=== block 1 ===
### Power grid, block 1

(4 px per um) Pins as bars on the die edge. Tap cells in grey.
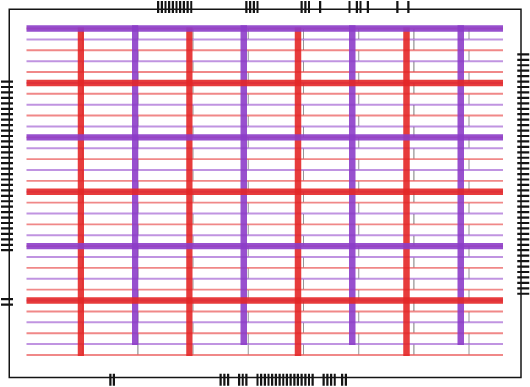

### src/rtl/palette_pkg.sv
// Shared palette definitions: ROM geometry and the 4:4:4 colour record
// exchanged between the palette ROM, this arbiter and the line buffer writer.
package palette_pkg;

    localparam int PAL_IDX_W = 9;
    localparam int PAL_CH_W  = 4;
    localparam int PAL_DEPTH = 512;

    typedef logic [PAL_IDX_W-1:0] pal_idx_t;

    typedef struct packed {
        logic [PAL_CH_W-1:0] red;
        logic [PAL_CH_W-1:0] green;
        logic [PAL_CH_W-1:0] blue;
    } rgb444_t;

    function automatic rgb444_t make_rgb(input logic [PAL_CH_W-1:0] r,
                                         input logic [PAL_CH_W-1:0] g,
                                         input logic [PAL_CH_W-1:0] b);
        rgb444_t c;
        c.red   = r;
        c.green = g;
        c.blue  = b;
        return c;
    endfunction

endpackage

### src/rtl/palette_lookup_arbiter_rr_arbiter.sv
// Round-robin arbiter with a last-grant pointer; the search starts one past
// the most recently accepted requester so every active source is served in turn.
module rr_arbiter #(
    parameter int NUM_REQ = 4
) (
    input  logic                       clk,
    input  logic                       reset_n,
    input  logic [NUM_REQ-1:0]         req,
    input  logic                       advance,
    output logic [NUM_REQ-1:0]         grant,
    output logic [$clog2(NUM_REQ)-1:0] grant_id
);

    localparam int ID_W = $clog2(NUM_REQ);

    logic [ID_W-1:0] last;
    logic            found;
    int              cand;

    always_comb begin
        grant    = '0;
        grant_id = '0;
        found    = 1'b0;
        cand     = 0;
        if (advance) begin
            for (int k = 1; k <= NUM_REQ; k++) begin
                cand = int'(last) + k;
                if (cand >= NUM_REQ) cand = cand - NUM_REQ;
                if (!found && req[cand]) begin
                    grant[cand] = 1'b1;
                    grant_id    = ID_W'(cand);
                    found       = 1'b1;
                end
            end
        end
    end

    // A grant is only ever offered when the transfer is accepted, so any grant moves LAST.
    always_ff @(posedge clk or negedge reset_n) begin
        if (!reset_n) begin
            last <= ID_W'(NUM_REQ - 1);
        end else if (found) begin
            last <= grant_id;
        end
    end

endmodule

### src/rtl/palette_lookup_arbiter.sv
// Shares one combinational palette ROM between NUM_REQ pixel sources through a
// two-stage pipeline: stage A addresses the ROM, stage B holds the tagged colour.
module palette_lookup_arbiter
    import palette_pkg::*;
#(
    parameter int NUM_REQ = 4,
    parameter int IDX_W   = PAL_IDX_W,
    parameter int TAG_W   = 10
) (
    input  logic                       clk,
    input  logic                       reset_n,
    input  logic [NUM_REQ-1:0]         req_valid,
    output logic [NUM_REQ-1:0]         req_ready,
    input  logic [NUM_REQ*IDX_W-1:0]   req_index,
    input  logic [NUM_REQ*TAG_W-1:0]   req_tag,
    output logic [IDX_W-1:0]           pal_index,
    input  logic [PAL_CH_W-1:0]        pal_red,
    input  logic [PAL_CH_W-1:0]        pal_green,
    input  logic [PAL_CH_W-1:0]        pal_blue,
    output logic                       rsp_valid,
    input  logic                       rsp_ready,
    output logic [$clog2(NUM_REQ)-1:0] rsp_id,
    output logic [TAG_W-1:0]           rsp_tag,
    output logic [PAL_CH_W-1:0]        rsp_red,
    output logic [PAL_CH_W-1:0]        rsp_green,
    output logic [PAL_CH_W-1:0]        rsp_blue
);

    localparam int ID_W = $clog2(NUM_REQ);

    logic               vld_p1;
    logic [IDX_W-1:0]   idx_p1;
    logic [TAG_W-1:0]   tag_p1;
    logic [ID_W-1:0]    id_p1;

    logic               vld_p2;
    logic [TAG_W-1:0]   tag_p2;
    logic [ID_W-1:0]    id_p2;
    rgb444_t            rgb_p2;

    logic               b_load;
    logic               a_can_load;
    logic               accept;
    logic [NUM_REQ-1:0] grant;
    logic [ID_W-1:0]    grant_id;

    assign b_load = vld_p1 && (!vld_p2 || rsp_ready);
    // Holding off while reset is asserted keeps req_ready low during reset.
    assign a_can_load = (!vld_p1 || b_load) && reset_n;

    rr_arbiter #(.NUM_REQ(NUM_REQ)) u_arb (
        .clk      (clk),
        .reset_n  (reset_n),
        .req      (req_valid),
        .advance  (a_can_load),
        .grant    (grant),
        .grant_id (grant_id)
    );

    assign req_ready = grant;
    assign accept    = |grant;

    // Stage A: granted request, drives the ROM address
    always_ff @(posedge clk or negedge reset_n) begin
        if (!reset_n) begin
            vld_p1 <= 1'b0;
            idx_p1 <= '0;
            tag_p1 <= '0;
            id_p1  <= '0;
        end else if (a_can_load) begin
            vld_p1 <= accept;
            if (accept) begin
                idx_p1 <= req_index[int'(grant_id)*IDX_W +: IDX_W];
                tag_p1 <= req_tag[int'(grant_id)*TAG_W +: TAG_W];
                id_p1  <= grant_id;
            end
        end
    end

    // Stage B: captured colour, drives the response
    always_ff @(posedge clk or negedge reset_n) begin
        if (!reset_n) begin
            vld_p2 <= 1'b0;
            tag_p2 <= '0;
            id_p2  <= '0;
            rgb_p2 <= '0;
        end else if (b_load) begin
            vld_p2 <= 1'b1;
            tag_p2 <= tag_p1;
            id_p2  <= id_p1;
            rgb_p2 <= make_rgb(pal_red, pal_green, pal_blue);
        end else if (rsp_ready) begin
            vld_p2 <= 1'b0;
        end
    end

    assign pal_index = idx_p1;
    assign rsp_valid = vld_p2;
    assign rsp_id    = id_p2;
    assign rsp_tag   = tag_p2;
    assign rsp_red   = rgb_p2.red;
    assign rsp_green = rgb_p2.green;
    assign rsp_blue  = rgb_p2.blue;

endmodule

### config.mk
export PLATFORM = sky130hd
export DESIGN_NAME = palette_lookup_arbiter
export DESIGN_NICKNAME = d
export VERILOG_FILES = /design/src/rtl/palette_pkg.sv /design/src/rtl/palette_lookup_arbiter_rr_arbiter.sv /design/src/rtl/palette_lookup_arbiter.sv
export SDC_FILE = /design/constraint.sdc
export NUM_CORES = 1
export LEC_CHECK = 0
export ABC_AREA = 1
export CAP_MARGIN = 5
export CORE_ASPECT_RATIO = 0.7
export CORE_MARGIN = 4
export CORE_UTILIZATION = 35
export CTS_CLUSTER_DIAMETER = 40
export DETAILED_ROUTE_END_ITERATION = 8
export PLACE_DENSITY = 0.66
export SLEW_MARGIN = 30
export SYNTH_ARGS = -nofsm -noshare
export SYNTH_HDL_FRONTEND = slang
export SYNTH_SLANG_ARGS = --single-unit
### constraint.sdc
create_clock -name clk -period 3.26 [get_ports clk]
set_clock_uncertainty 0.15 [all_clocks]
set_input_delay 0.652 -clock clk [delete_from_list [all_inputs] [get_ports clk]]
set_output_delay 0.652 -clock clk [all_outputs]
set_load 0.05 [all_outputs]
=== block 2 ===
==> config.mk <==
export PLATFORM = sky130hd
export DESIGN_NAME = inst_queue
export DESIGN_NICKNAME = d
export VERILOG_FILES = /design/src/rtl/inst_queue.sv
export SDC_FILE = /design/constraint.sdc
export NUM_CORES = 2
export LEC_CHECK = 0
export CAP_MARGIN = 0
export CORE_MARGIN = 2
export CORE_UTILIZATION = 59
export CTS_BUF_LIST = sky130_fd_sc_hd__clkbuf_4 sky130_fd_sc_hd__clkbuf_8 sky130_fd_sc_hd__clkbuf_16
export DETAILED_ROUTE_END_ITERATION = 10
export PLACE_DENSITY = 0.86
export RECOVER_POWER = 50
export SLEW_MARGIN = 20
export SYNTH_ARGS = -nofsm -noshare
export SYNTH_HDL_FRONTEND = slang
export SYNTH_SLANG_ARGS = --single-unit
==> constraint.sdc <==
create_clock -name clk -period 11.7 [get_ports clk]
set_clock_uncertainty 0.05 [all_clocks]
set_input_delay 1.755 -clock clk [delete_from_list [all_inputs] [get_ports clk]]
set_output_delay 1.755 -clock clk [all_outputs]
set_load 0.01 [all_outputs]
==> src/rtl/inst_queue.sv <==
// inst_queue: dual-slot circular instruction queue between fetch and ID1.
// Up to two fetched instructions enter per cycle; the two oldest entries are
// presented combinationally to ID1, which retires 0, 1 or 2 of them per cycle.
// Branch and exception flushes empty the queue on the next clock edge.
// Optional build macro: IQ_STATS_EN adds dual-issue and empty-cycle counters.

module inst_queue #(
  parameter int DEPTH = 8,
  parameter int PTR_W = 3
) (
  input  logic              clk,
  input  logic              rst,
  input  logic              flush,
  input  logic              exception_flush,
  input  logic              fetch_valid_0,
  input  logic              fetch_valid_1,
  input  logic [31:0]       fetch_pc_0,
  input  logic [31:0]       fetch_pc_1,
  input  logic [31:0]       fetch_inst_0,
  input  logic [31:0]       fetch_inst_1,
  input  logic              fetch_adel_0,
  input  logic              fetch_adel_1,
  input  logic              fetch_pred_taken_0,
  input  logic              fetch_pred_taken_1,
  input  logic [31:0]       fetch_pred_target_0,
  input  logic [31:0]       fetch_pred_target_1,
  output logic              fetch_ready,
  input  logic [1:0]        issue_count,
  output logic              out_valid_0,
  output logic              out_valid_1,
  output logic [31:0]       out_pc_0,
  output logic [31:0]       out_pc_1,
  output logic [31:0]       out_inst_0,
  output logic [31:0]       out_inst_1,
  output logic              out_adel_0,
  output logic              out_adel_1,
  output logic              out_pred_taken_0,
  output logic              out_pred_taken_1,
  output logic [31:0]       out_pred_target_0,
  output logic [31:0]       out_pred_target_1,
  output logic [PTR_W:0]    count
`ifdef IQ_STATS_EN
  ,
  output logic [31:0]       iq_dual_issue_cnt,
  output logic [31:0]       iq_empty_cnt
`endif
);

  typedef struct packed {
    logic [31:0] pc;
    logic [31:0] inst;
    logic        adel;
    logic        pred_taken;
    logic [31:0] pred_target;
  } entry_t;

  // Highest occupancy that still leaves room for a full fetch pair.
  localparam logic [PTR_W:0] READY_MAX = (PTR_W+1)'(DEPTH - 2);

  entry_t           mem_q [DEPTH];
  logic [PTR_W-1:0] head_q, head_d;
  logic [PTR_W-1:0] tail_q, tail_d;
  logic [PTR_W:0]   count_q, count_d;

  logic             flush_any_s;
  logic             fetch_ready_s;
  logic [1:0]       n_in_s;
  logic [1:0]       n_out_s;
  logic [1:0]       issue_lim_s;
  logic [PTR_W-1:0] head_p1_s;
  logic [PTR_W-1:0] tail_p1_s;
  entry_t           wr0_s, wr1_s;
  entry_t           rd0_s, rd1_s;

  assign flush_any_s   = flush | exception_flush;
  assign fetch_ready_s = (count_q <= READY_MAX);
  assign head_p1_s     = head_q + PTR_W'(1);
  assign tail_p1_s     = tail_q + PTR_W'(1);

  assign wr0_s = '{pc: fetch_pc_0, inst: fetch_inst_0, adel: fetch_adel_0,
                   pred_taken: fetch_pred_taken_0, pred_target: fetch_pred_target_0};
  assign wr1_s = '{pc: fetch_pc_1, inst: fetch_inst_1, adel: fetch_adel_1,
                   pred_taken: fetch_pred_taken_1, pred_target: fetch_pred_target_1};

  // Number of fetch slots accepted; slot 1 alone is malformed and dropped.
  always_comb begin
    n_in_s = 2'd0;
    if (fetch_ready_s && fetch_valid_0) begin
      n_in_s = fetch_valid_1 ? 2'd2 : 2'd1;
    end else begin
      n_in_s = 2'd0;
    end
  end

  // Number of entries retired: issue_count clamped to two slots and to occupancy.
  always_comb begin
    issue_lim_s = (issue_count > 2'd2) ? 2'd2 : issue_count;
    n_out_s     = issue_lim_s;
    if ((PTR_W+1)'(issue_lim_s) > count_q) begin
      n_out_s = count_q[1:0];
    end else begin
      n_out_s = issue_lim_s;
    end
  end

  // Pointer and occupancy next state; a flush overrides same-cycle traffic.
  always_comb begin
    head_d  = head_q;
    tail_d  = tail_q;
    count_d = count_q;
    if (flush_any_s) begin
      head_d  = '0;
      tail_d  = '0;
      count_d = '0;
    end else begin
      head_d  = head_q + PTR_W'(n_out_s);
      tail_d  = tail_q + PTR_W'(n_in_s);
      count_d = count_q + (PTR_W+1)'(n_in_s) - (PTR_W+1)'(n_out_s);
    end
  end

  // Pointer and occupancy registers.
  always_ff @(posedge clk or negedge rst) begin
    if (!rst) begin
      head_q  <= '0;
      tail_q  <= '0;
      count_q <= '0;
    end else begin
      head_q  <= head_d;
      tail_q  <= tail_d;
      count_q <= count_d;
    end
  end

  // Entry storage writes; contents are don't-care until covered by count.
  always_ff @(posedge clk) begin
    if (!flush_any_s && (n_in_s != 2'd0)) begin
      mem_q[tail_q] <= wr0_s;
      if (n_in_s == 2'd2) begin
        mem_q[tail_p1_s] <= wr1_s;
      end
    end
  end

  assign rd0_s = mem_q[head_q];
  assign rd1_s = mem_q[head_p1_s];

  // Present the two oldest entries, zeroing any slot that is not occupied.
  always_comb begin
    out_valid_0 = (count_q >= (PTR_W+1)'(1));
    out_valid_1 = (count_q >= (PTR_W+1)'(2));
    if (out_valid_0) begin
      out_pc_0          = rd0_s.pc;
      out_inst_0        = rd0_s.inst;
      out_adel_0        = rd0_s.adel;
      out_pred_taken_0  = rd0_s.pred_taken;
      out_pred_target_0 = rd0_s.pred_target;
    end else begin
      out_pc_0          = 32'd0;
      out_inst_0        = 32'd0;
      out_adel_0        = 1'b0;
      out_pred_taken_0  = 1'b0;
      out_pred_target_0 = 32'd0;
    end
    if (out_valid_1) begin
      out_pc_1          = rd1_s.pc;
      out_inst_1        = rd1_s.inst;
      out_adel_1        = rd1_s.adel;
      out_pred_taken_1  = rd1_s.pred_taken;
      out_pred_target_1 = rd1_s.pred_target;
    end else begin
      out_pc_1          = 32'd0;
      out_inst_1        = 32'd0;
      out_adel_1        = 1'b0;
      out_pred_taken_1  = 1'b0;
      out_pred_target_1 = 32'd0;
    end
  end

  assign fetch_ready = fetch_ready_s;
  assign count       = count_q;

`ifdef IQ_STATS_EN
  logic [31:0] dual_cnt_q;
  logic [31:0] empty_cnt_q;

  // Statistics counters; they wrap freely and ignore flushes except for gating empty cycles.
  always_ff @(posedge clk or negedge rst) begin
    if (!rst) begin
      dual_cnt_q  <= 32'd0;
      empty_cnt_q <= 32'd0;
    end else begin
      if (n_out_s == 2'd2) begin
        dual_cnt_q <= dual_cnt_q + 32'd1;
      end
      if ((count_q == '0) && !flush_any_s) begin
        empty_cnt_q <= empty_cnt_q + 32'd1;
      end
    end
  end

  assign iq_dual_issue_cnt = dual_cnt_q;
  assign iq_empty_cnt      = empty_cnt_q;
`endif

`ifndef SYNTHESIS
  inst_queue_chk #(.PTR_W(PTR_W)) u_chk (
    .clk         (clk),
    .rst         (rst),
    .issue_count (issue_count),
    .count       (count_q)
  );
`endif

endmodule

// inst_queue_chk: simulation-only checks on the ID1 retire handshake.
module inst_queue_chk #(
  parameter int PTR_W = 3
) (
  input logic             clk,
  input logic             rst,
  input logic [1:0]       issue_count,
  input logic [PTR_W:0]   count
);

  // Warn when ID1 claims more entries than are presented; the queue clamps it.
  always_ff @(posedge clk) begin
    if (rst) begin
      assert ((issue_count <= 2'd2) && ((PTR_W+1)'(issue_count) <= count))
        else $warning("inst_queue: issue_count %0d exceeds occupancy %0d, clamped",
                      issue_count, count);
    end
  end

endmodule

=== block 3 ===
**config.mk**
```make
export PLATFORM = sky130hd
export DESIGN_NAME = z80_bus_cycle_ctrl_flat
export DESIGN_NICKNAME = d
export VERILOG_FILES = /design/src/rtl/z80_bus_cycle_ctrl_if.sv /design/src/rtl/z80_bus_cycle_ctrl.sv /design/src/flat_wrapper.sv
export SDC_FILE = /design/constraint.sdc
export NUM_CORES = 1
export LEC_CHECK = 0
export CAP_MARGIN = 20
export CORE_ASPECT_RATIO = 1.2
export CORE_UTILIZATION = 39
export CTS_BUF_LIST = sky130_fd_sc_hd__clkbuf_2
export CTS_CLUSTER_SIZE = 10
export DETAILED_ROUTE_END_ITERATION = 10
export PLACE_DENSITY = 0.73
export SYNTH_ARGS = -nofsm -noshare
export SYNTH_HDL_FRONTEND = slang
export SYNTH_SLANG_ARGS = --single-unit
```
**constraint.sdc**
```tcl
create_clock -name clk -period 2.3 [get_ports clk]
set_input_delay 0.345 -clock clk [delete_from_list [all_inputs] [get_ports clk]]
set_output_delay 0.345 -clock clk [all_outputs]
set_load 0.05 [all_outputs]
```
**src/rtl/z80_bus_cycle_ctrl_if.sv**
```systemverilog
// Z80 bus-cycle sequencer signal bundle: request handshake from control logic plus the external pin set.
// Latency: none (wires only).
// Backpressure: a request transfers only when req_valid & req_ready are both high on a rising clk edge.
//
// Ports carried (slave = sequencer side):
//   req_valid/req_type/req_addr/req_wdata -> request in; req_ready, done, rdata <- status out
//   data_in, WAIT_L, BUSREQ_L             -> bus inputs
//   data_out/data_oe, addr_out/addr_oe, M1_L, MREQ_L, IORQ_L, RD_L, WR_L, RFSH_L, BUSACK_L <- pins out
interface z80_bus_cycle_ctrl_if;
  logic        req_valid;
  logic [2:0]  req_type;
  logic [15:0] req_addr;
  logic [7:0]  req_wdata;
  logic        req_ready;
  logic        done;
  logic [7:0]  rdata;
  logic [7:0]  data_in;
  logic [7:0]  data_out;
  logic        data_oe;
  logic [15:0] addr_out;
  logic        addr_oe;
  logic        M1_L;
  logic        MREQ_L;
  logic        IORQ_L;
  logic        RD_L;
  logic        WR_L;
  logic        RFSH_L;
  logic        WAIT_L;
  logic        BUSREQ_L;
  logic        BUSACK_L;

  modport slave (
    input  req_valid, req_type, req_addr, req_wdata, data_in, WAIT_L, BUSREQ_L,
    output req_ready, done, rdata, data_out, data_oe, addr_out, addr_oe,
           M1_L, MREQ_L, IORQ_L, RD_L, WR_L, RFSH_L, BUSACK_L
  );

  modport master (
    output req_valid, req_type, req_addr, req_wdata, data_in, WAIT_L, BUSREQ_L,
    input  req_ready, done, rdata, data_out, data_oe, addr_out, addr_oe,
           M1_L, MREQ_L, IORQ_L, RD_L, WR_L, RFSH_L, BUSACK_L
  );
endinterface

```
**src/rtl/z80_bus_cycle_ctrl.sv**
```systemverilog
// Z80 machine-cycle sequencer: runs OCF / MRD / MWR / IORD / IOWR cycles T-state by T-state, plus refresh and bus handover.
// Latency: request accepted in IDLE or final T-state, T1 on the next clock; 4 (OCF) or 3 (mem) or 3+IO_AUTO_WAIT (I/O) cycles plus WAIT_L stretch.
// Backpressure: req_ready low mid-cycle, in BUSGNT, while BUSREQ_L is low, for illegal req_type, and during rst.
//
// Ports: clk, rst (async active-high), bus (z80_bus_cycle_ctrl_if.slave: request handshake, done/rdata, Z80 pins).
module z80_bus_cycle_ctrl #(
  parameter int RFSH_BITS    = 7,
  parameter int IO_AUTO_WAIT = 1
) (
  input logic                  clk,
  input logic                  rst,
  z80_bus_cycle_ctrl_if.slave  bus
);

  localparam logic [2:0] S_IDLE   = 3'd0;
  localparam logic [2:0] S_T1     = 3'd1;
  localparam logic [2:0] S_T2     = 3'd2;
  localparam logic [2:0] S_TW     = 3'd3;
  localparam logic [2:0] S_T3     = 3'd4;
  localparam logic [2:0] S_T4     = 3'd5;
  localparam logic [2:0] S_BUSGNT = 3'd6;

  localparam logic [2:0] TY_OCF  = 3'd0;
  localparam logic [2:0] TY_MRD  = 3'd1;
  localparam logic [2:0] TY_MWR  = 3'd2;
  localparam logic [2:0] TY_IORD = 3'd3;
  localparam logic [2:0] TY_IOWR = 3'd4;

  localparam int         WCW    = $clog2(IO_AUTO_WAIT + 2);
  // Bits of R that count; anything above is left untouched by refresh.
  localparam logic [7:0] R_MASK = 8'((1 << RFSH_BITS) - 1);

  logic [2:0]     state;
  logic [2:0]     typ;
  logic [15:0]    addr_q;
  logic [7:0]     wdata_q;
  logic [7:0]     rdata_q;
  logic [7:0]     r_q;
  logic [WCW-1:0] wcnt;

  logic is_ocf, is_io, req_legal, final_t, slot_open, accept;
  logic mand_start, wait_sample;
  logic cyc_123, strb_phase, fetch_phase, rfsh_phase;

  assign is_ocf    = (typ == TY_OCF);
  assign is_io     = (typ == TY_IORD) || (typ == TY_IOWR);
  assign req_legal = (bus.req_type <= TY_IOWR);

  // OCF ends in T4 (refresh tail); every other cycle type ends in T3.
  assign final_t   = (state == S_T4) || ((state == S_T3) && !is_ocf);
  assign slot_open = (state == S_IDLE) || final_t;
  assign accept    = bus.req_valid && bus.req_ready;

  // I/O cycles enter their mandatory wait straight from T2 without looking at WAIT_L;
  // WAIT_L is only honoured once the mandatory count has run out.
  assign mand_start  = (state == S_T2) && is_io && (IO_AUTO_WAIT > 0);
  assign wait_sample = ((state == S_T2) && !mand_start) || ((state == S_TW) && (wcnt == '0));

  always_ff @(posedge clk or posedge rst) begin
    if (rst) begin
      state   <= S_IDLE;
      typ     <= TY_OCF;
      addr_q  <= '0;
      wdata_q <= '0;
      rdata_q <= '0;
      r_q     <= '0;
      wcnt    <= '0;
    end else begin
      if (slot_open) begin
        // Bus handover wins over a pending request.
        if (!bus.BUSREQ_L) begin
          state <= S_BUSGNT;
        end else if (accept) begin
          state   <= S_T1;
          typ     <= bus.req_type;
          addr_q  <= bus.req_addr;
          wdata_q <= bus.req_wdata;
        end else begin
          state <= S_IDLE;
        end
      end else begin
        case (state)
          S_T1: state <= S_T2;
          S_T2, S_TW: begin
            if (mand_start) begin
              state <= S_TW;
              wcnt  <= WCW'(IO_AUTO_WAIT - 1);
            end else if (!wait_sample) begin
              wcnt <= wcnt - 1'b1;
            end else if (bus.WAIT_L) begin
              state <= S_T3;
            end else begin
              state <= S_TW;
            end
          end
          S_T3:     state <= S_T4;  // only an OCF is non-final in T3
          S_BUSGNT: if (bus.BUSREQ_L) state <= S_IDLE;
          default:  state <= S_IDLE;
        endcase
      end

      // Opcode is latched on the way out of T2/TW; memory and I/O reads at the end of T3.
      if (is_ocf && wait_sample && bus.WAIT_L) begin
        rdata_q <= bus.data_in;
      end else if ((state == S_T3) && ((typ == TY_MRD) || (typ == TY_IORD))) begin
        rdata_q <= bus.data_in;
      end

      if (state == S_T4) begin
        r_q <= (r_q & ~R_MASK) | ((r_q + 8'd1) & R_MASK);
      end
    end
  end

  assign cyc_123     = (state == S_T1) || (state == S_T2) || (state == S_TW) || (state == S_T3);
  assign strb_phase  = (state == S_T2) || (state == S_TW) || (state == S_T3);
  assign fetch_phase = is_ocf && ((state == S_T1) || (state == S_T2) || (state == S_TW));
  assign rfsh_phase  = is_ocf && ((state == S_T3) || (state == S_T4));

  assign bus.req_ready = !rst && slot_open && bus.BUSREQ_L && req_legal;
  assign bus.done      = final_t;
  assign bus.rdata     = rdata_q;

  assign bus.M1_L   = !fetch_phase;
  assign bus.MREQ_L = !(fetch_phase || rfsh_phase ||
                        (((typ == TY_MRD) || (typ == TY_MWR)) && cyc_123));
  assign bus.RD_L   = !(fetch_phase || ((typ == TY_MRD) && cyc_123) ||
                        ((typ == TY_IORD) && strb_phase));
  assign bus.WR_L   = !(((typ == TY_MWR) || (typ == TY_IOWR)) && strb_phase);
  assign bus.IORQ_L = !(is_io && strb_phase);
  assign bus.RFSH_L = !rfsh_phase;

  assign bus.data_oe  = ((typ == TY_MWR) || (typ == TY_IOWR)) && cyc_123;
  assign bus.data_out = wdata_q;
  assign bus.addr_out = rfsh_phase ? {8'h00, r_q} : addr_q;
  assign bus.addr_oe  = (state != S_BUSGNT);
  assign bus.BUSACK_L = (state != S_BUSGNT);

endmodule

```
**src/flat_wrapper.sv**
```systemverilog
// flat-port wrapper written by rule: the top's interface ports become plain ports
module z80_bus_cycle_ctrl_flat 
#(
  parameter int RFSH_BITS    = 7,
  parameter int IO_AUTO_WAIT = 1
)
  (clk, rst, bus_req_valid, bus_req_type, bus_req_addr, bus_req_wdata, bus_data_in, bus_WAIT_L, bus_BUSREQ_L, bus_req_ready, bus_done, bus_rdata, bus_data_out, bus_data_oe, bus_addr_out, bus_addr_oe, bus_M1_L, bus_MREQ_L, bus_IORQ_L, bus_RD_L, bus_WR_L, bus_RFSH_L, bus_BUSACK_L);
  z80_bus_cycle_ctrl_if bus_i ();
  input logic clk;
  input logic rst;
  input wire logic [$bits(bus_i.req_valid)-1:0] bus_req_valid;
  input wire logic [$bits(bus_i.req_type)-1:0] bus_req_type;
  input wire logic [$bits(bus_i.req_addr)-1:0] bus_req_addr;
  input wire logic [$bits(bus_i.req_wdata)-1:0] bus_req_wdata;
  input wire logic [$bits(bus_i.data_in)-1:0] bus_data_in;
  input wire logic [$bits(bus_i.WAIT_L)-1:0] bus_WAIT_L;
  input wire logic [$bits(bus_i.BUSREQ_L)-1:0] bus_BUSREQ_L;
  output wire logic [$bits(bus_i.req_ready)-1:0] bus_req_ready;
  output wire logic [$bits(bus_i.done)-1:0] bus_done;
  output wire logic [$bits(bus_i.rdata)-1:0] bus_rdata;
  output wire logic [$bits(bus_i.data_out)-1:0] bus_data_out;
  output wire logic [$bits(bus_i.data_oe)-1:0] bus_data_oe;
  output wire logic [$bits(bus_i.addr_out)-1:0] bus_addr_out;
  output wire logic [$bits(bus_i.addr_oe)-1:0] bus_addr_oe;
  output wire logic [$bits(bus_i.M1_L)-1:0] bus_M1_L;
  output wire logic [$bits(bus_i.MREQ_L)-1:0] bus_MREQ_L;
  output wire logic [$bits(bus_i.IORQ_L)-1:0] bus_IORQ_L;
  output wire logic [$bits(bus_i.RD_L)-1:0] bus_RD_L;
  output wire logic [$bits(bus_i.WR_L)-1:0] bus_WR_L;
  output wire logic [$bits(bus_i.RFSH_L)-1:0] bus_RFSH_L;
  output wire logic [$bits(bus_i.BUSACK_L)-1:0] bus_BUSACK_L;
  assign bus_i.req_valid = bus_req_valid;
  assign bus_i.req_type = bus_req_type;
  assign bus_i.req_addr = bus_req_addr;
  assign bus_i.req_wdata = bus_req_wdata;
  assign bus_i.data_in = bus_data_in;
  assign bus_i.WAIT_L = bus_WAIT_L;
  assign bus_i.BUSREQ_L = bus_BUSREQ_L;
  assign bus_req_ready = bus_i.req_ready;
  assign bus_done = bus_i.done;
  assign bus_rdata = bus_i.rdata;
  assign bus_data_out = bus_i.data_out;
  assign bus_data_oe = bus_i.data_oe;
  assign bus_addr_out = bus_i.addr_out;
  assign bus_addr_oe = bus_i.addr_oe;
  assign bus_M1_L = bus_i.M1_L;
  assign bus_MREQ_L = bus_i.MREQ_L;
  assign bus_IORQ_L = bus_i.IORQ_L;
  assign bus_RD_L = bus_i.RD_L;
  assign bus_WR_L = bus_i.WR_L;
  assign bus_RFSH_L = bus_i.RFSH_L;
  assign bus_BUSACK_L = bus_i.BUSACK_L;
  z80_bus_cycle_ctrl #(.RFSH_BITS(RFSH_BITS), .IO_AUTO_WAIT(IO_AUTO_WAIT)) u_core (.clk(clk), .rst(rst), .bus(bus_i));
endmodule
```
=== block 4 ===
File: src/rtl/fetch_unit_if.sv
// Fetch unit bus bundle: instruction-memory request/response,
// redirect from downstream, and the instruction handshake to decode.
interface fetch_unit_if;
    logic        imem_req;
    logic [15:0] imem_addr;
    logic        imem_gnt;
    logic        imem_rvalid;
    logic [15:0] imem_rdata;
    logic        redirect;
    logic [15:0] redirect_pc;
    logic        instr_valid;
    logic        instr_ready;
    logic [15:0] instr;
    logic [15:0] instr_pc;
    logic [2:0]  opcode;

    modport master (
        output imem_req, imem_addr,
        input  imem_gnt, imem_rvalid, imem_rdata,
        input  redirect, redirect_pc,
        output instr_valid, instr, instr_pc, opcode,
        input  instr_ready
    );

    modport slave (
        input  imem_req, imem_addr,
        output imem_gnt, imem_rvalid, imem_rdata,
        output redirect, redirect_pc,
        input  instr_valid, instr, instr_pc, opcode,
        output instr_ready
    );
endinterface

File: src/rtl/fetch_unit.sv
// Instruction fetch stage: PC, two-deep fetch buffer, in-order response
// tracking and redirect flush with discard of stale in-flight responses.
module fetch_unit #(
    parameter logic [15:0] RESET_PC = 16'h0000
) (
    input  logic         clk,
    input  logic         reset,
    fetch_unit_if.master bus
);

    logic [15:0] r_pc;
    logic [15:0] r_fifo_instr [2];
    logic [15:0] r_fifo_addr  [2];
    logic        r_rd_ptr;
    logic        r_wr_ptr;
    logic [1:0]  r_cnt;
    logic [1:0]  r_inflight;
    logic [1:0]  r_drop;
    logic [15:0] r_aq [2];
    logic        r_aq_rd;
    logic        r_aq_wr;

    logic        w_pop;
    logic [2:0]  w_used;
    logic        w_room;
    logic        w_req;
    logic        w_gnt;
    logic        w_rsp_drop;
    logic        w_rsp_keep;
    logic [15:0] w_head;

    assign w_pop  = bus.instr_valid & bus.instr_ready;
    assign w_used = {1'b0, r_inflight} + {1'b0, r_drop} + {1'b0, r_cnt};
    // A pop this cycle frees its slot for a new request immediately.
    assign w_room = (w_used - {2'b00, w_pop}) < 3'd2;
    assign w_req  = !reset & !bus.redirect & w_room;
    assign w_gnt  = w_req & bus.imem_gnt;

    assign w_rsp_drop = bus.imem_rvalid & (r_drop != 2'd0);
    assign w_rsp_keep = bus.imem_rvalid & (r_drop == 2'd0)
                      & (r_inflight != 2'd0);

    assign w_head = r_fifo_instr[r_rd_ptr];

    assign bus.imem_req    = w_req;
    assign bus.imem_addr   = r_pc;
    assign bus.instr_valid = !reset & (r_cnt != 2'd0);
    assign bus.instr       = w_head;
    assign bus.instr_pc    = r_fifo_addr[r_rd_ptr];
    assign bus.opcode      = w_head[15:13];

    always_ff @(posedge clk) begin
        if (reset) begin
            r_pc       <= RESET_PC;
            r_rd_ptr   <= 1'b0;
            r_wr_ptr   <= 1'b0;
            r_cnt      <= 2'd0;
            r_inflight <= 2'd0;
            r_drop     <= 2'd0;
            r_aq_rd    <= 1'b0;
            r_aq_wr    <= 1'b0;
            for (int i = 0; i < 2; i++) begin
                r_fifo_instr[i] <= 16'h0000;
                r_fifo_addr[i]  <= 16'h0000;
                r_aq[i]         <= 16'h0000;
            end
        end else if (bus.redirect) begin
            // Everything still owed by memory becomes a discard credit.
            r_pc       <= bus.redirect_pc;
            r_rd_ptr   <= r_wr_ptr;
            r_cnt      <= 2'd0;
            r_drop     <= r_drop + r_inflight
                        - {1'b0, w_rsp_drop | w_rsp_keep};
            r_inflight <= 2'd0;
            r_aq_rd    <= 1'b0;
            r_aq_wr    <= 1'b0;
        end else begin
            if (w_gnt) begin
                r_pc          <= r_pc + 16'd1;
                r_aq[r_aq_wr] <= r_pc;
                r_aq_wr       <= ~r_aq_wr;
            end
            if (w_rsp_keep) begin
                r_fifo_instr[r_wr_ptr] <= bus.imem_rdata;
                r_fifo_addr[r_wr_ptr]  <= r_aq[r_aq_rd];
                r_wr_ptr               <= ~r_wr_ptr;
                r_aq_rd                <= ~r_aq_rd;
            end
            if (w_pop) begin
                r_rd_ptr <= ~r_rd_ptr;
            end
            r_cnt      <= r_cnt + {1'b0, w_rsp_keep} - {1'b0, w_pop};
            r_inflight <= r_inflight + {1'b0, w_gnt}
                        - {1'b0, w_rsp_keep};
            r_drop     <= r_drop - {1'b0, w_rsp_drop};
        end
    end

endmodule
File: src/flat_wrapper.sv
// flat-port wrapper written by rule: the top's interface ports become plain ports
module fetch_unit_flat 
#(
    parameter logic [15:0] RESET_PC = 16'h0000
)
  (clk, reset, bus_imem_req, bus_imem_addr, bus_imem_gnt, bus_imem_rvalid, bus_imem_rdata, bus_redirect, bus_redirect_pc, bus_instr_valid, bus_instr, bus_instr_pc, bus_opcode, bus_instr_ready);
  fetch_unit_if bus_i ();
  input  logic clk;
  input  logic reset;
  output wire logic [$bits(bus_i.imem_req)-1:0] bus_imem_req;
  output wire logic [$bits(bus_i.imem_addr)-1:0] bus_imem_addr;
  input wire logic [$bits(bus_i.imem_gnt)-1:0] bus_imem_gnt;
  input wire logic [$bits(bus_i.imem_rvalid)-1:0] bus_imem_rvalid;
  input wire logic [$bits(bus_i.imem_rdata)-1:0] bus_imem_rdata;
  input wire logic [$bits(bus_i.redirect)-1:0] bus_redirect;
  input wire logic [$bits(bus_i.redirect_pc)-1:0] bus_redirect_pc;
  output wire logic [$bits(bus_i.instr_valid)-1:0] bus_instr_valid;
  output wire logic [$bits(bus_i.instr)-1:0] bus_instr;
  output wire logic [$bits(bus_i.instr_pc)-1:0] bus_instr_pc;
  output wire logic [$bits(bus_i.opcode)-1:0] bus_opcode;
  input wire logic [$bits(bus_i.instr_ready)-1:0] bus_instr_ready;
  assign bus_imem_req = bus_i.imem_req;
  assign bus_imem_addr = bus_i.imem_addr;
  assign bus_i.imem_gnt = bus_imem_gnt;
  assign bus_i.imem_rvalid = bus_imem_rvalid;
  assign bus_i.imem_rdata = bus_imem_rdata;
  assign bus_i.redirect = bus_redirect;
  assign bus_i.redirect_pc = bus_redirect_pc;
  assign bus_instr_valid = bus_i.instr_valid;
  assign bus_instr = bus_i.instr;
  assign bus_instr_pc = bus_i.instr_pc;
  assign bus_opcode = bus_i.opcode;
  assign bus_i.instr_ready = bus_instr_ready;
  fetch_unit #(.RESET_PC(RESET_PC)) u_core (.clk(clk), .reset(reset), .bus(bus_i));
endmodule
File: config.mk
export PLATFORM = sky130hd
export DESIGN_NAME = fetch_unit_flat
export DESIGN_NICKNAME = d
export VERILOG_FILES = /design/src/rtl/fetch_unit_if.sv /design/src/rtl/fetch_unit.sv /design/src/flat_wrapper.sv
export SDC_FILE = /design/constraint.sdc
export NUM_CORES = 1
export LEC_CHECK = 0
export ABC_AREA = 1
export ABC_CLOCK_PERIOD_IN_PS = 4000
export CORE_MARGIN = 1
export CORE_UTILIZATION = 56
export CTS_BUF_LIST = sky130_fd_sc_hd__clkbuf_4 sky130_fd_sc_hd__clkbuf_8
export CTS_CLUSTER_DIAMETER = 120
export CTS_CLUSTER_SIZE = 30
export DETAILED_ROUTE_END_ITERATION = 16
export MAX_ROUTING_LAYER = met4
export PLACE_DENSITY_LB_ADDON = 0.2
export SLEW_MARGIN = 20
export SYNTH_ARGS = -nofsm -noshare
export SYNTH_HDL_FRONTEND = slang
export SYNTH_SLANG_ARGS = --single-unit
export TNS_END_PERCENT = 20
File: constraint.sdc
create_clock -name clk -period 4 [get_ports clk]
set_input_delay 0.4 -clock clk [delete_from_list [all_inputs] [get_ports clk]]
set_output_delay 0.4 -clock clk [all_outputs]
set_load 0.02 [all_outputs]

## Gallery

Track usage over the die.
panel A
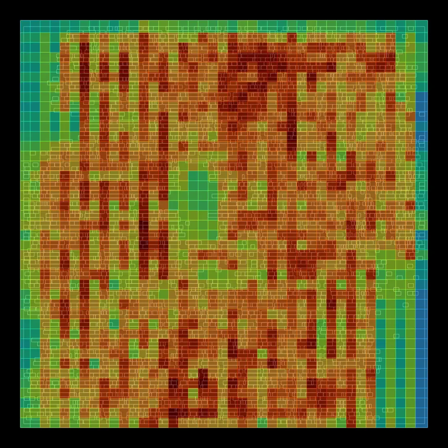
panel B
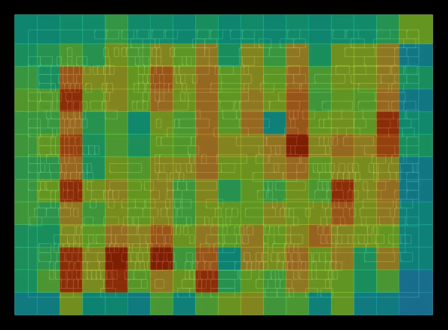
panel C
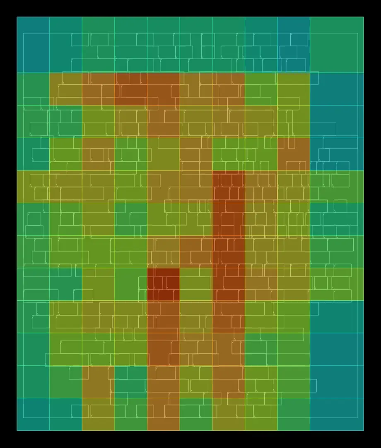
panel D
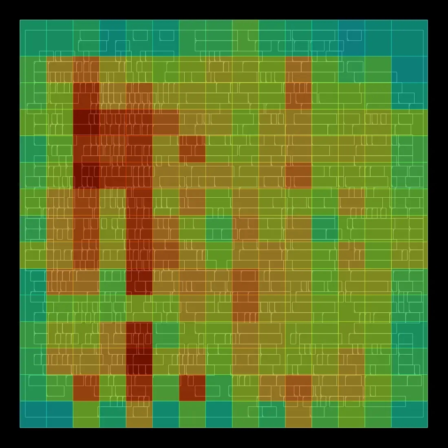
panel A: block 2
panel D: block 4
panel B: block 1
panel C: block 3

### Placement by cell class, block 4

(4 px per um) Fill, decap, tap and diode cells in grey.
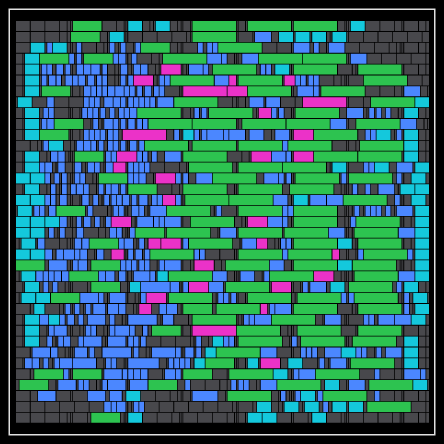
Key: green = sequential cells [cells 124, share of their area 47%]; magenta = clock drivers and dummy loads [cells 32, share of their area 6.0%]; blue = combinational and other logic [cells 439, share of their area 34%]; cyan = remaining buffers and delay cells [cells 99, share of their area 13%]

==> run_summary.xml, block 4 <==
<?xml version="1.0" encoding="UTF-8"?>
<metrics>
  <group name="power_and_ir_drop">
    <metric name="sw_frac_of_total" unit="%">24.9</metric>
    <metric name="powerDensity" unit="nW/um^2">412</metric>
    <metric name="power_clock" unit="mW">1.19</metric>
    <metric name="netSwitchingPower" unit="uW">768</metric>
  </group>
  <group name="critical_path">
    <metric name="cp-end-kind" unit="">primary output</metric>
    <metric name="crit_path_start_kind" unit="">input port</metric>
  </group>
  <group name="worst_hold_path">
    <metric name="hold_path_startpoint" unit="">u_core.r_aq_wr</metric>
  </group>
  <group name="floorplan">
    <metric name="die_area" unit="um^2">11200</metric>
    <metric name="initial_core_util" unit="%">58.2</metric>
  </group>
  <group name="yosys">
    <metric name="numSynthFlops" unit="">124</metric>
  </group>
  <group name="timing">
    <metric name="slew_headroom" unit="%">41.6</metric>
    <metric name="rsz0062_at_grt" unit="">no</metric>
    <metric name="finalSetupViolations" unit="">0</metric>
    <metric name="finalMaxSlewViolations" unit="">0</metric>
  </group>
  <group name="final_layout">
    <metric name="final_common_cell" unit="">nor2_1</metric>
    <metric name="num_antenna_cells" unit="">0</metric>
    <metric name="largest_registers" unit="">u_core.r_aq (32), u_core.r_fifo_addr (32), u_core.r_fifo_instr (32)</metric>
    <metric name="final_cells" unit="">830</metric>
  </group>
  <group name="run_status">
    <metric name="status" unit="">finished, final reports clean</metric>
  </group>
  <group name="drt">
    <metric name="route.detailed.drc" unit="">0</metric>
  </group>
</metrics>
[block 4: critical path: stages]
cell and delay (ns):
clkdlybuf4s50_1 0.46, nor2_1 0.19, nand2_1 0.11, inv_1 0.09
ha_1 0.23, inv_1 0.06, ha_1 0.23, a21o_1 0.17
ha_1 0.34, nor2_8 0.15, nand3_2 0.12, inv_1 0.09
clkdlybuf4s50_1 0.60
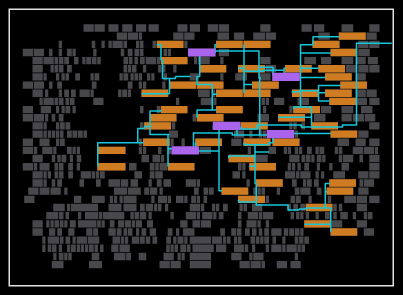
*Clock wires, drivers and flops, block 1*
(3 px per um)
Key: purple = clock drivers [count 5]; cyan = clock wires [length 659 um]; orange = flip-flops [count 49]
There are 6 routed clock nets.

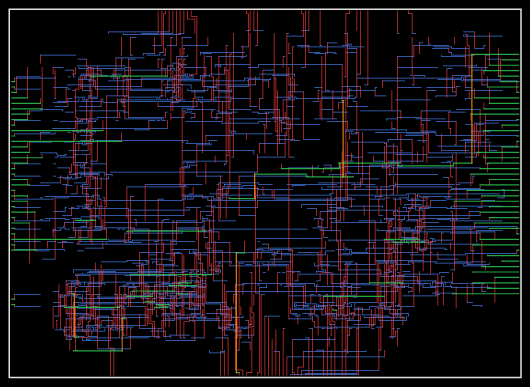
*Metal layers overlaid, block 1*
(4 px per um)
Key: blue = metal 1 [wire length 4,950 um]; green = metal 3 [wire length 770 um]; orange = metal 4 [wire length 101 um]; red = metal 2 [wire length 4,090 um]

## Picture notes: 'Power grid' of block 1
Key: purple = VDD; red = VSS
The core has 30 rows. 133 signal pins sit on the boundary. 6 straps on met5. 8 straps on met4. 31 met1 rails follow the rows.

==> run_summary.xml, block 1 <==
<?xml version="1.0" encoding="UTF-8"?>
<metrics>
  <group name="run_status">
    <metric name="status" unit="">finished, final reports clean</metric>
  </group>
  <group name="floorplan">
    <metric name="die_w" unit="um">128</metric>
  </group>
  <group name="yosys">
    <metric name="synth_seq_share" unit="%">35.1</metric>
    <metric name="synth-edff-count" unit="">0</metric>
    <metric name="yosys.stat.chipArea" unit="um^2">3500</metric>
    <metric name="synthTopCellsByArea" unit="">dfrtp_1 (34%), nand2_1 (17%), nand3_1 (13%), inv_1 (9.9%), mux2_2 (7.7%)</metric>
  </group>
  <group name="final_layout">
    <metric name="fraction_of_final_layout_cells_sized_beyond_drive_strength_1" unit="%">12.8</metric>
    <metric name="mostFrequentLayoutCells" unit="">nand2_1 (158), clkdlybuf4s50_1 (126), inv_1 (92), nand3_1 (92), dfrtp_1 (47)</metric>
    <metric name="final_util" unit="%">52.9</metric>
  </group>
  <group name="critical_path">
    <metric name="timing.rr.start" unit="">u_arb.last[0]</metric>
    <metric name="timing.critical_path.slowest_stage_cell" unit="">dfstp_2</metric>
  </group>
  <group name="global_routing">
    <metric name="via_count_of_the_first_global_routing_pass" unit="">3497</metric>
    <metric name="global_route.usage.met2" unit="%">27.0</metric>
  </group>
  <group name="cts">
    <metric name="clock.latency.late_pin" unit="ns">0.29</metric>
    <metric name="postCtsResizedCells" unit="">1</metric>
  </group>
  <group name="job">
    <metric name="max-cap-violations" unit="">0</metric>
  </group>
</metrics>
[block 1: worst register-to-register path, stage by stage (launching register included)]
cell,delay [ns]
dfstp_2,0.59
inv_8,0.08
ha_4,0.31
inv_1,0.09
nand3_1,0.11
nand2_2,0.07
buf_4,0.16
o21ai_1,0.14
nand2_1,0.06
nand2_1,0.10
buf_4,0.26
nand3_1,0.11
nand3_1,0.11
nand2_1,0.08
nand2_1,0.07
nand2_1,0.06
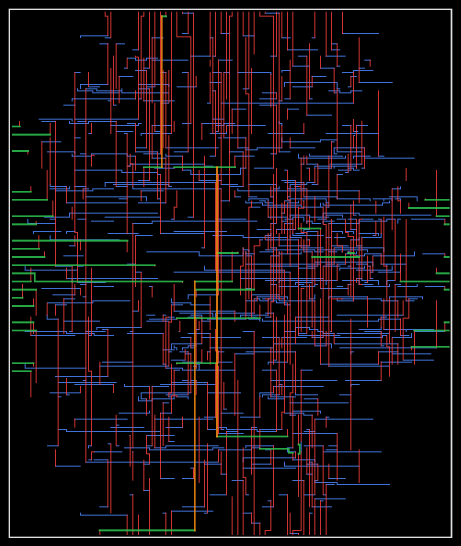
*Metal layers overlaid, block 3*
(6 px per um)
Key: red = metal 2 [wire length 2,740 um]; orange = metal 4 [wire length 112 um]; green = metal 3 [wire length 276 um]; blue = metal 1 [wire length 2,280 um]

==> run_summary.xml, block 3 <==
<?xml version="1.0" encoding="UTF-8"?>
<metrics>
  <group name="yosys">
    <metric name="synth_stat.cells" unit="">193</metric>
    <metric name="synth_area_per_cell" unit="um^2">12.4</metric>
    <metric name="synth-edff-count" unit="">0</metric>
    <metric name="synthesis.area" unit="um^2">2390</metric>
    <metric name="synth.lib_cells_used.distinct" unit="">39</metric>
  </group>
  <group name="final_layout">
    <metric name="multiInputCombCellCount" unit="">131</metric>
    <metric name="flop-count" unit="">47</metric>
    <metric name="fin_area" unit="um^2">3580</metric>
  </group>
  <group name="global_routing">
    <metric name="grt_antenna_before_repair" unit="">0</metric>
    <metric name="grt_use_met3" unit="%">3.68</metric>
    <metric name="grt-busiest-layer" unit="">met2</metric>
  </group>
  <group name="power_and_ir_drop">
    <metric name="power_clock" unit="uW">329</metric>
    <metric name="netSwitchingPower" unit="mW">2.79</metric>
    <metric name="internal-power" unit="mW">3.07</metric>
  </group>
  <group name="timing">
    <metric name="timing.fmax" unit="GHz">0.439</metric>
  </group>
  <group name="floorplan">
    <metric name="core" unit="um^2">5780</metric>
    <metric name="fp.dieH" unit="um">87.8</metric>
  </group>
  <group name="critical_path">
    <metric name="timing.setup.critical_path_class" unit="">reg2out</metric>
    <metric name="critPathTopFamily" unit="">simple AND/OR/NAND/NOR gates</metric>
    <metric name="timing.critical_path.slowest_stage_cell" unit="">or4_4</metric>
    <metric name="critical_path.startpoint" unit="">u_core.typ[0]</metric>
  </group>
  <group name="drt">
    <metric name="post_dr_vias_cell" unit="">4.89</metric>
  </group>
  <group name="run_status">
    <metric name="status" unit="">finished, final reports clean</metric>
  </group>
  <group name="cts">
    <metric name="clock.latency.late_pin" unit="ns">0.42</metric>
    <metric name="cts_num_sinks" unit="">47</metric>
    <metric name="ctsLongestPathBuffers" unit="">2</metric>
  </group>
</metrics>
## block 3: worst paths after layout
check	endpoint	slack [ns]	cells after the start
max reg2reg	u_core.addr_q[8]	0.18	8
min	u_core.addr_q[10]	0.26	2
min in group clk	u_core.r_q[6]	0.49	1
max	bus_req_ready	0.02	5
max in group asynchronous	u_core.r_q[0]	1.53	3
min reg2reg	u_core.r_q[6]	0.49	1
## block 3: repair_timing
item,in CTS,in global routing
endpoints found under the setup margin,17,24
gates resized,12,12
pin swaps,2,0
buffers inserted,6,1
endpoints found under the hold margin,0,0
gates cloned,1,1
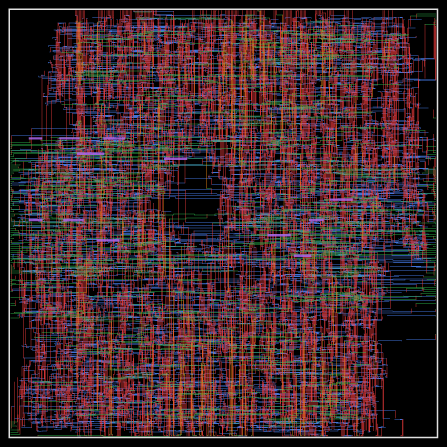
*Metal layers overlaid, block 2*
(1.5 px per um)
Key: red = metal 2 [wire length 68.3 mm]; purple = metal 5 [wire length 142 um]; blue = metal 1 [wire length 52.9 mm]; orange = metal 4 [wire length 6,120 um]; green = metal 3 [wire length 16,400 um]

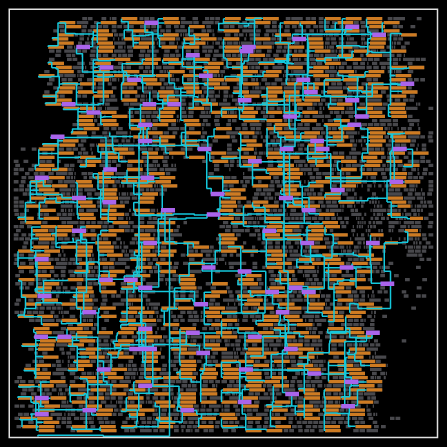
*Clock wires, drivers and flops, block 2*
(1.5 px per um)
Key: purple = clock drivers [count 86]; cyan = clock wires [length 9,620 um]; orange = flip-flops [count 794]
Position of the flops: all over the die. There are 87 routed clock nets.

==> run_summary.xml, block 2 <==
<?xml version="1.0" encoding="UTF-8"?>
<metrics>
  <group name="job">
    <metric name="max-cap-violations" unit="">25</metric>
  </group>
  <group name="timing">
    <metric name="final_report_hold_violation_count" unit="">0</metric>
    <metric name="timing.fmax" unit="GHz">0.107</metric>
    <metric name="share_of_the_clock_period_used_by_the_worst_path" unit="%">79.5</metric>
    <metric name="finalMaxSlewViolations" unit="">922</metric>
  </group>
  <group name="power_and_ir_drop">
    <metric name="power.sequential.fraction" unit="%">34.9</metric>
    <metric name="share_clk_of_total_power" unit="%">29.3</metric>
  </group>
  <group name="yosys">
    <metric name="synth_seq_share" unit="%">51.3</metric>
    <metric name="synthesis.instances" unit="">3136</metric>
    <metric name="synth.mux.area_fraction" unit="%">37.2</metric>
    <metric name="yosys.stat.chipArea" unit="um^2">46400</metric>
  </group>
  <group name="critical_path">
    <metric name="arrival" unit="ns">9.61</metric>
    <metric name="timing.rr.start" unit="">count[3]</metric>
    <metric name="critPathTopFamily" unit="">buffers and inverters</metric>
    <metric name="regToRegSetupSlack" unit="ns">3.36</metric>
  </group>
  <group name="floorplan">
    <metric name="fp.dieH" unit="um">285</metric>
    <metric name="io_pins" unit="">407</metric>
  </group>
  <group name="placement">
    <metric name="portBuffers" unit="">406</metric>
  </group>
  <group name="final_layout">
    <metric name="final_util" unit="%">69.2</metric>
  </group>
  <group name="run_status">
    <metric name="status" unit="">finished, violations left</metric>
    <metric name="violated_checks" unit="">max-capacitance violations, max-slew violations</metric>
  </group>
  <group name="drt">
    <metric name="drtIter0Drc" unit="">3866</metric>
    <metric name="totalWireLength" unit="um">144000</metric>
    <metric name="dr.max_layer_used" unit="">met5</metric>
  </group>
  <group name="global_routing">
    <metric name="grt_max_degree" unit="">137</metric>
    <metric name="via_count_of_the_first_global_routing_pass" unit="">33500</metric>
  </group>
</metrics>
block 2: cells in the mapped netlist (4+ instances only):
cell type / number
mux2_2: 741
mux2i_1: 394
buf_1: 20
a22oi_1: 98
nor3_1: 8
buf_2: 84
ha_1: 13
xnor2_1: 6
nor2b_1: 5
mux2_1: 23
fa_1: 4
inv_1: 8
buf_4: 20
a221oi_1: 100
mux4_2: 196
nor2_1: 13
buf_6: 4
clkbuf_1: 132
a21oi_1: 105
and2_1: 8
mux2_4: 20
nor4_4: 6
a211oi_1: 6
edfxtp_1: 784
nand2_1: 303
dfrtp_1: 10


==> gallery <==
Power grid.
image #1
(1.5 px per um) Pins as bars on the die edge. Tap cells in grey.
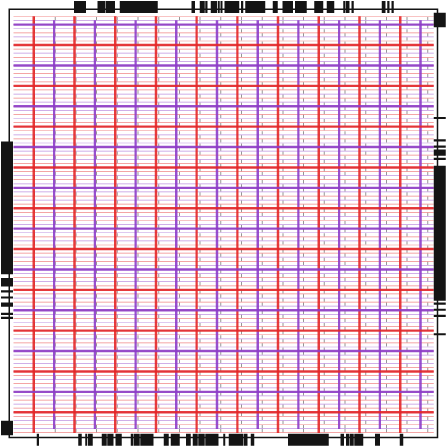
image #2
(4 px per um) Pins as bars on the die edge. Tap cells in grey.
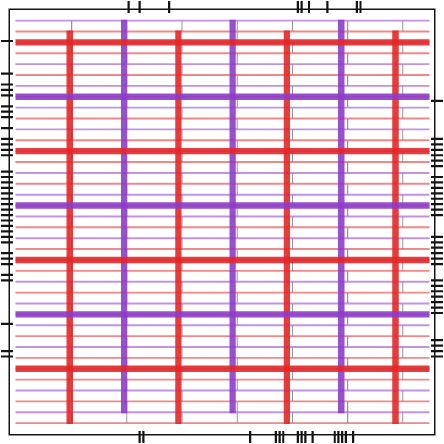
image #3
(6 px per um) Pins as bars on the die edge. Tap cells in grey.
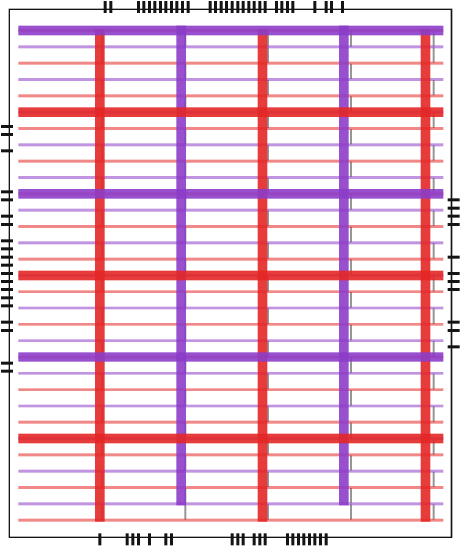
Of these, most pins: image #1
Of these, smallest die: image #3
| picture | from |
|---|---|
| image #3 | block 3 |
| image #1 | block 2 |
| image #2 | block 4 |


==> notes/layouts.md <==
Pictures saved along the way, in no particular order.

Placement by cell class.
shot_01.png
(1.5 px per um) Fill, decap, tap and diode cells in grey.
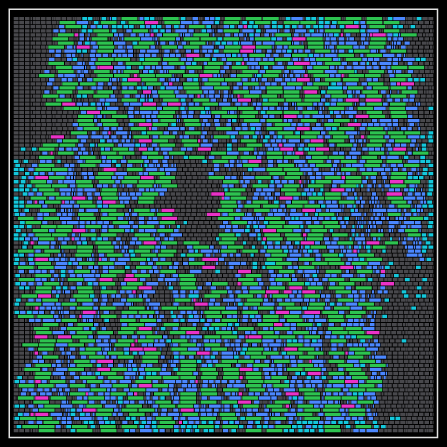
shot_02.png
(6 px per um) Fill, decap, tap and diode cells in grey.
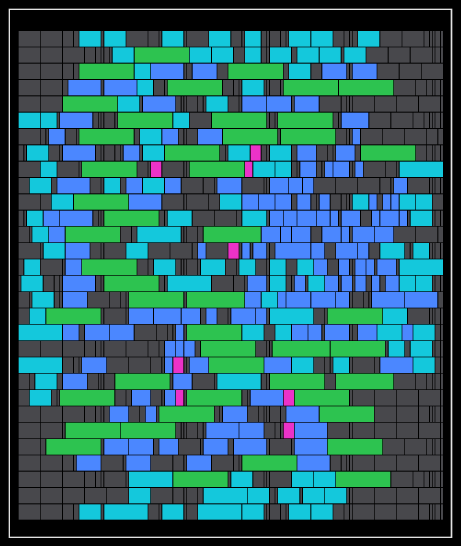
shot_03.png
(4 px per um) Fill, decap, tap and diode cells in grey.
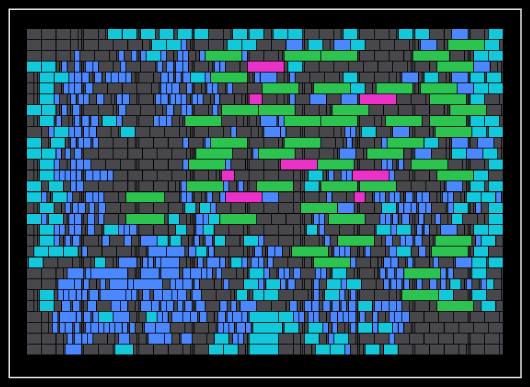
shot_01.png is block 2.
shot_03.png is block 1.
shot_02.png is block 3.

Power is estimated from default activity; no workload was simulated.
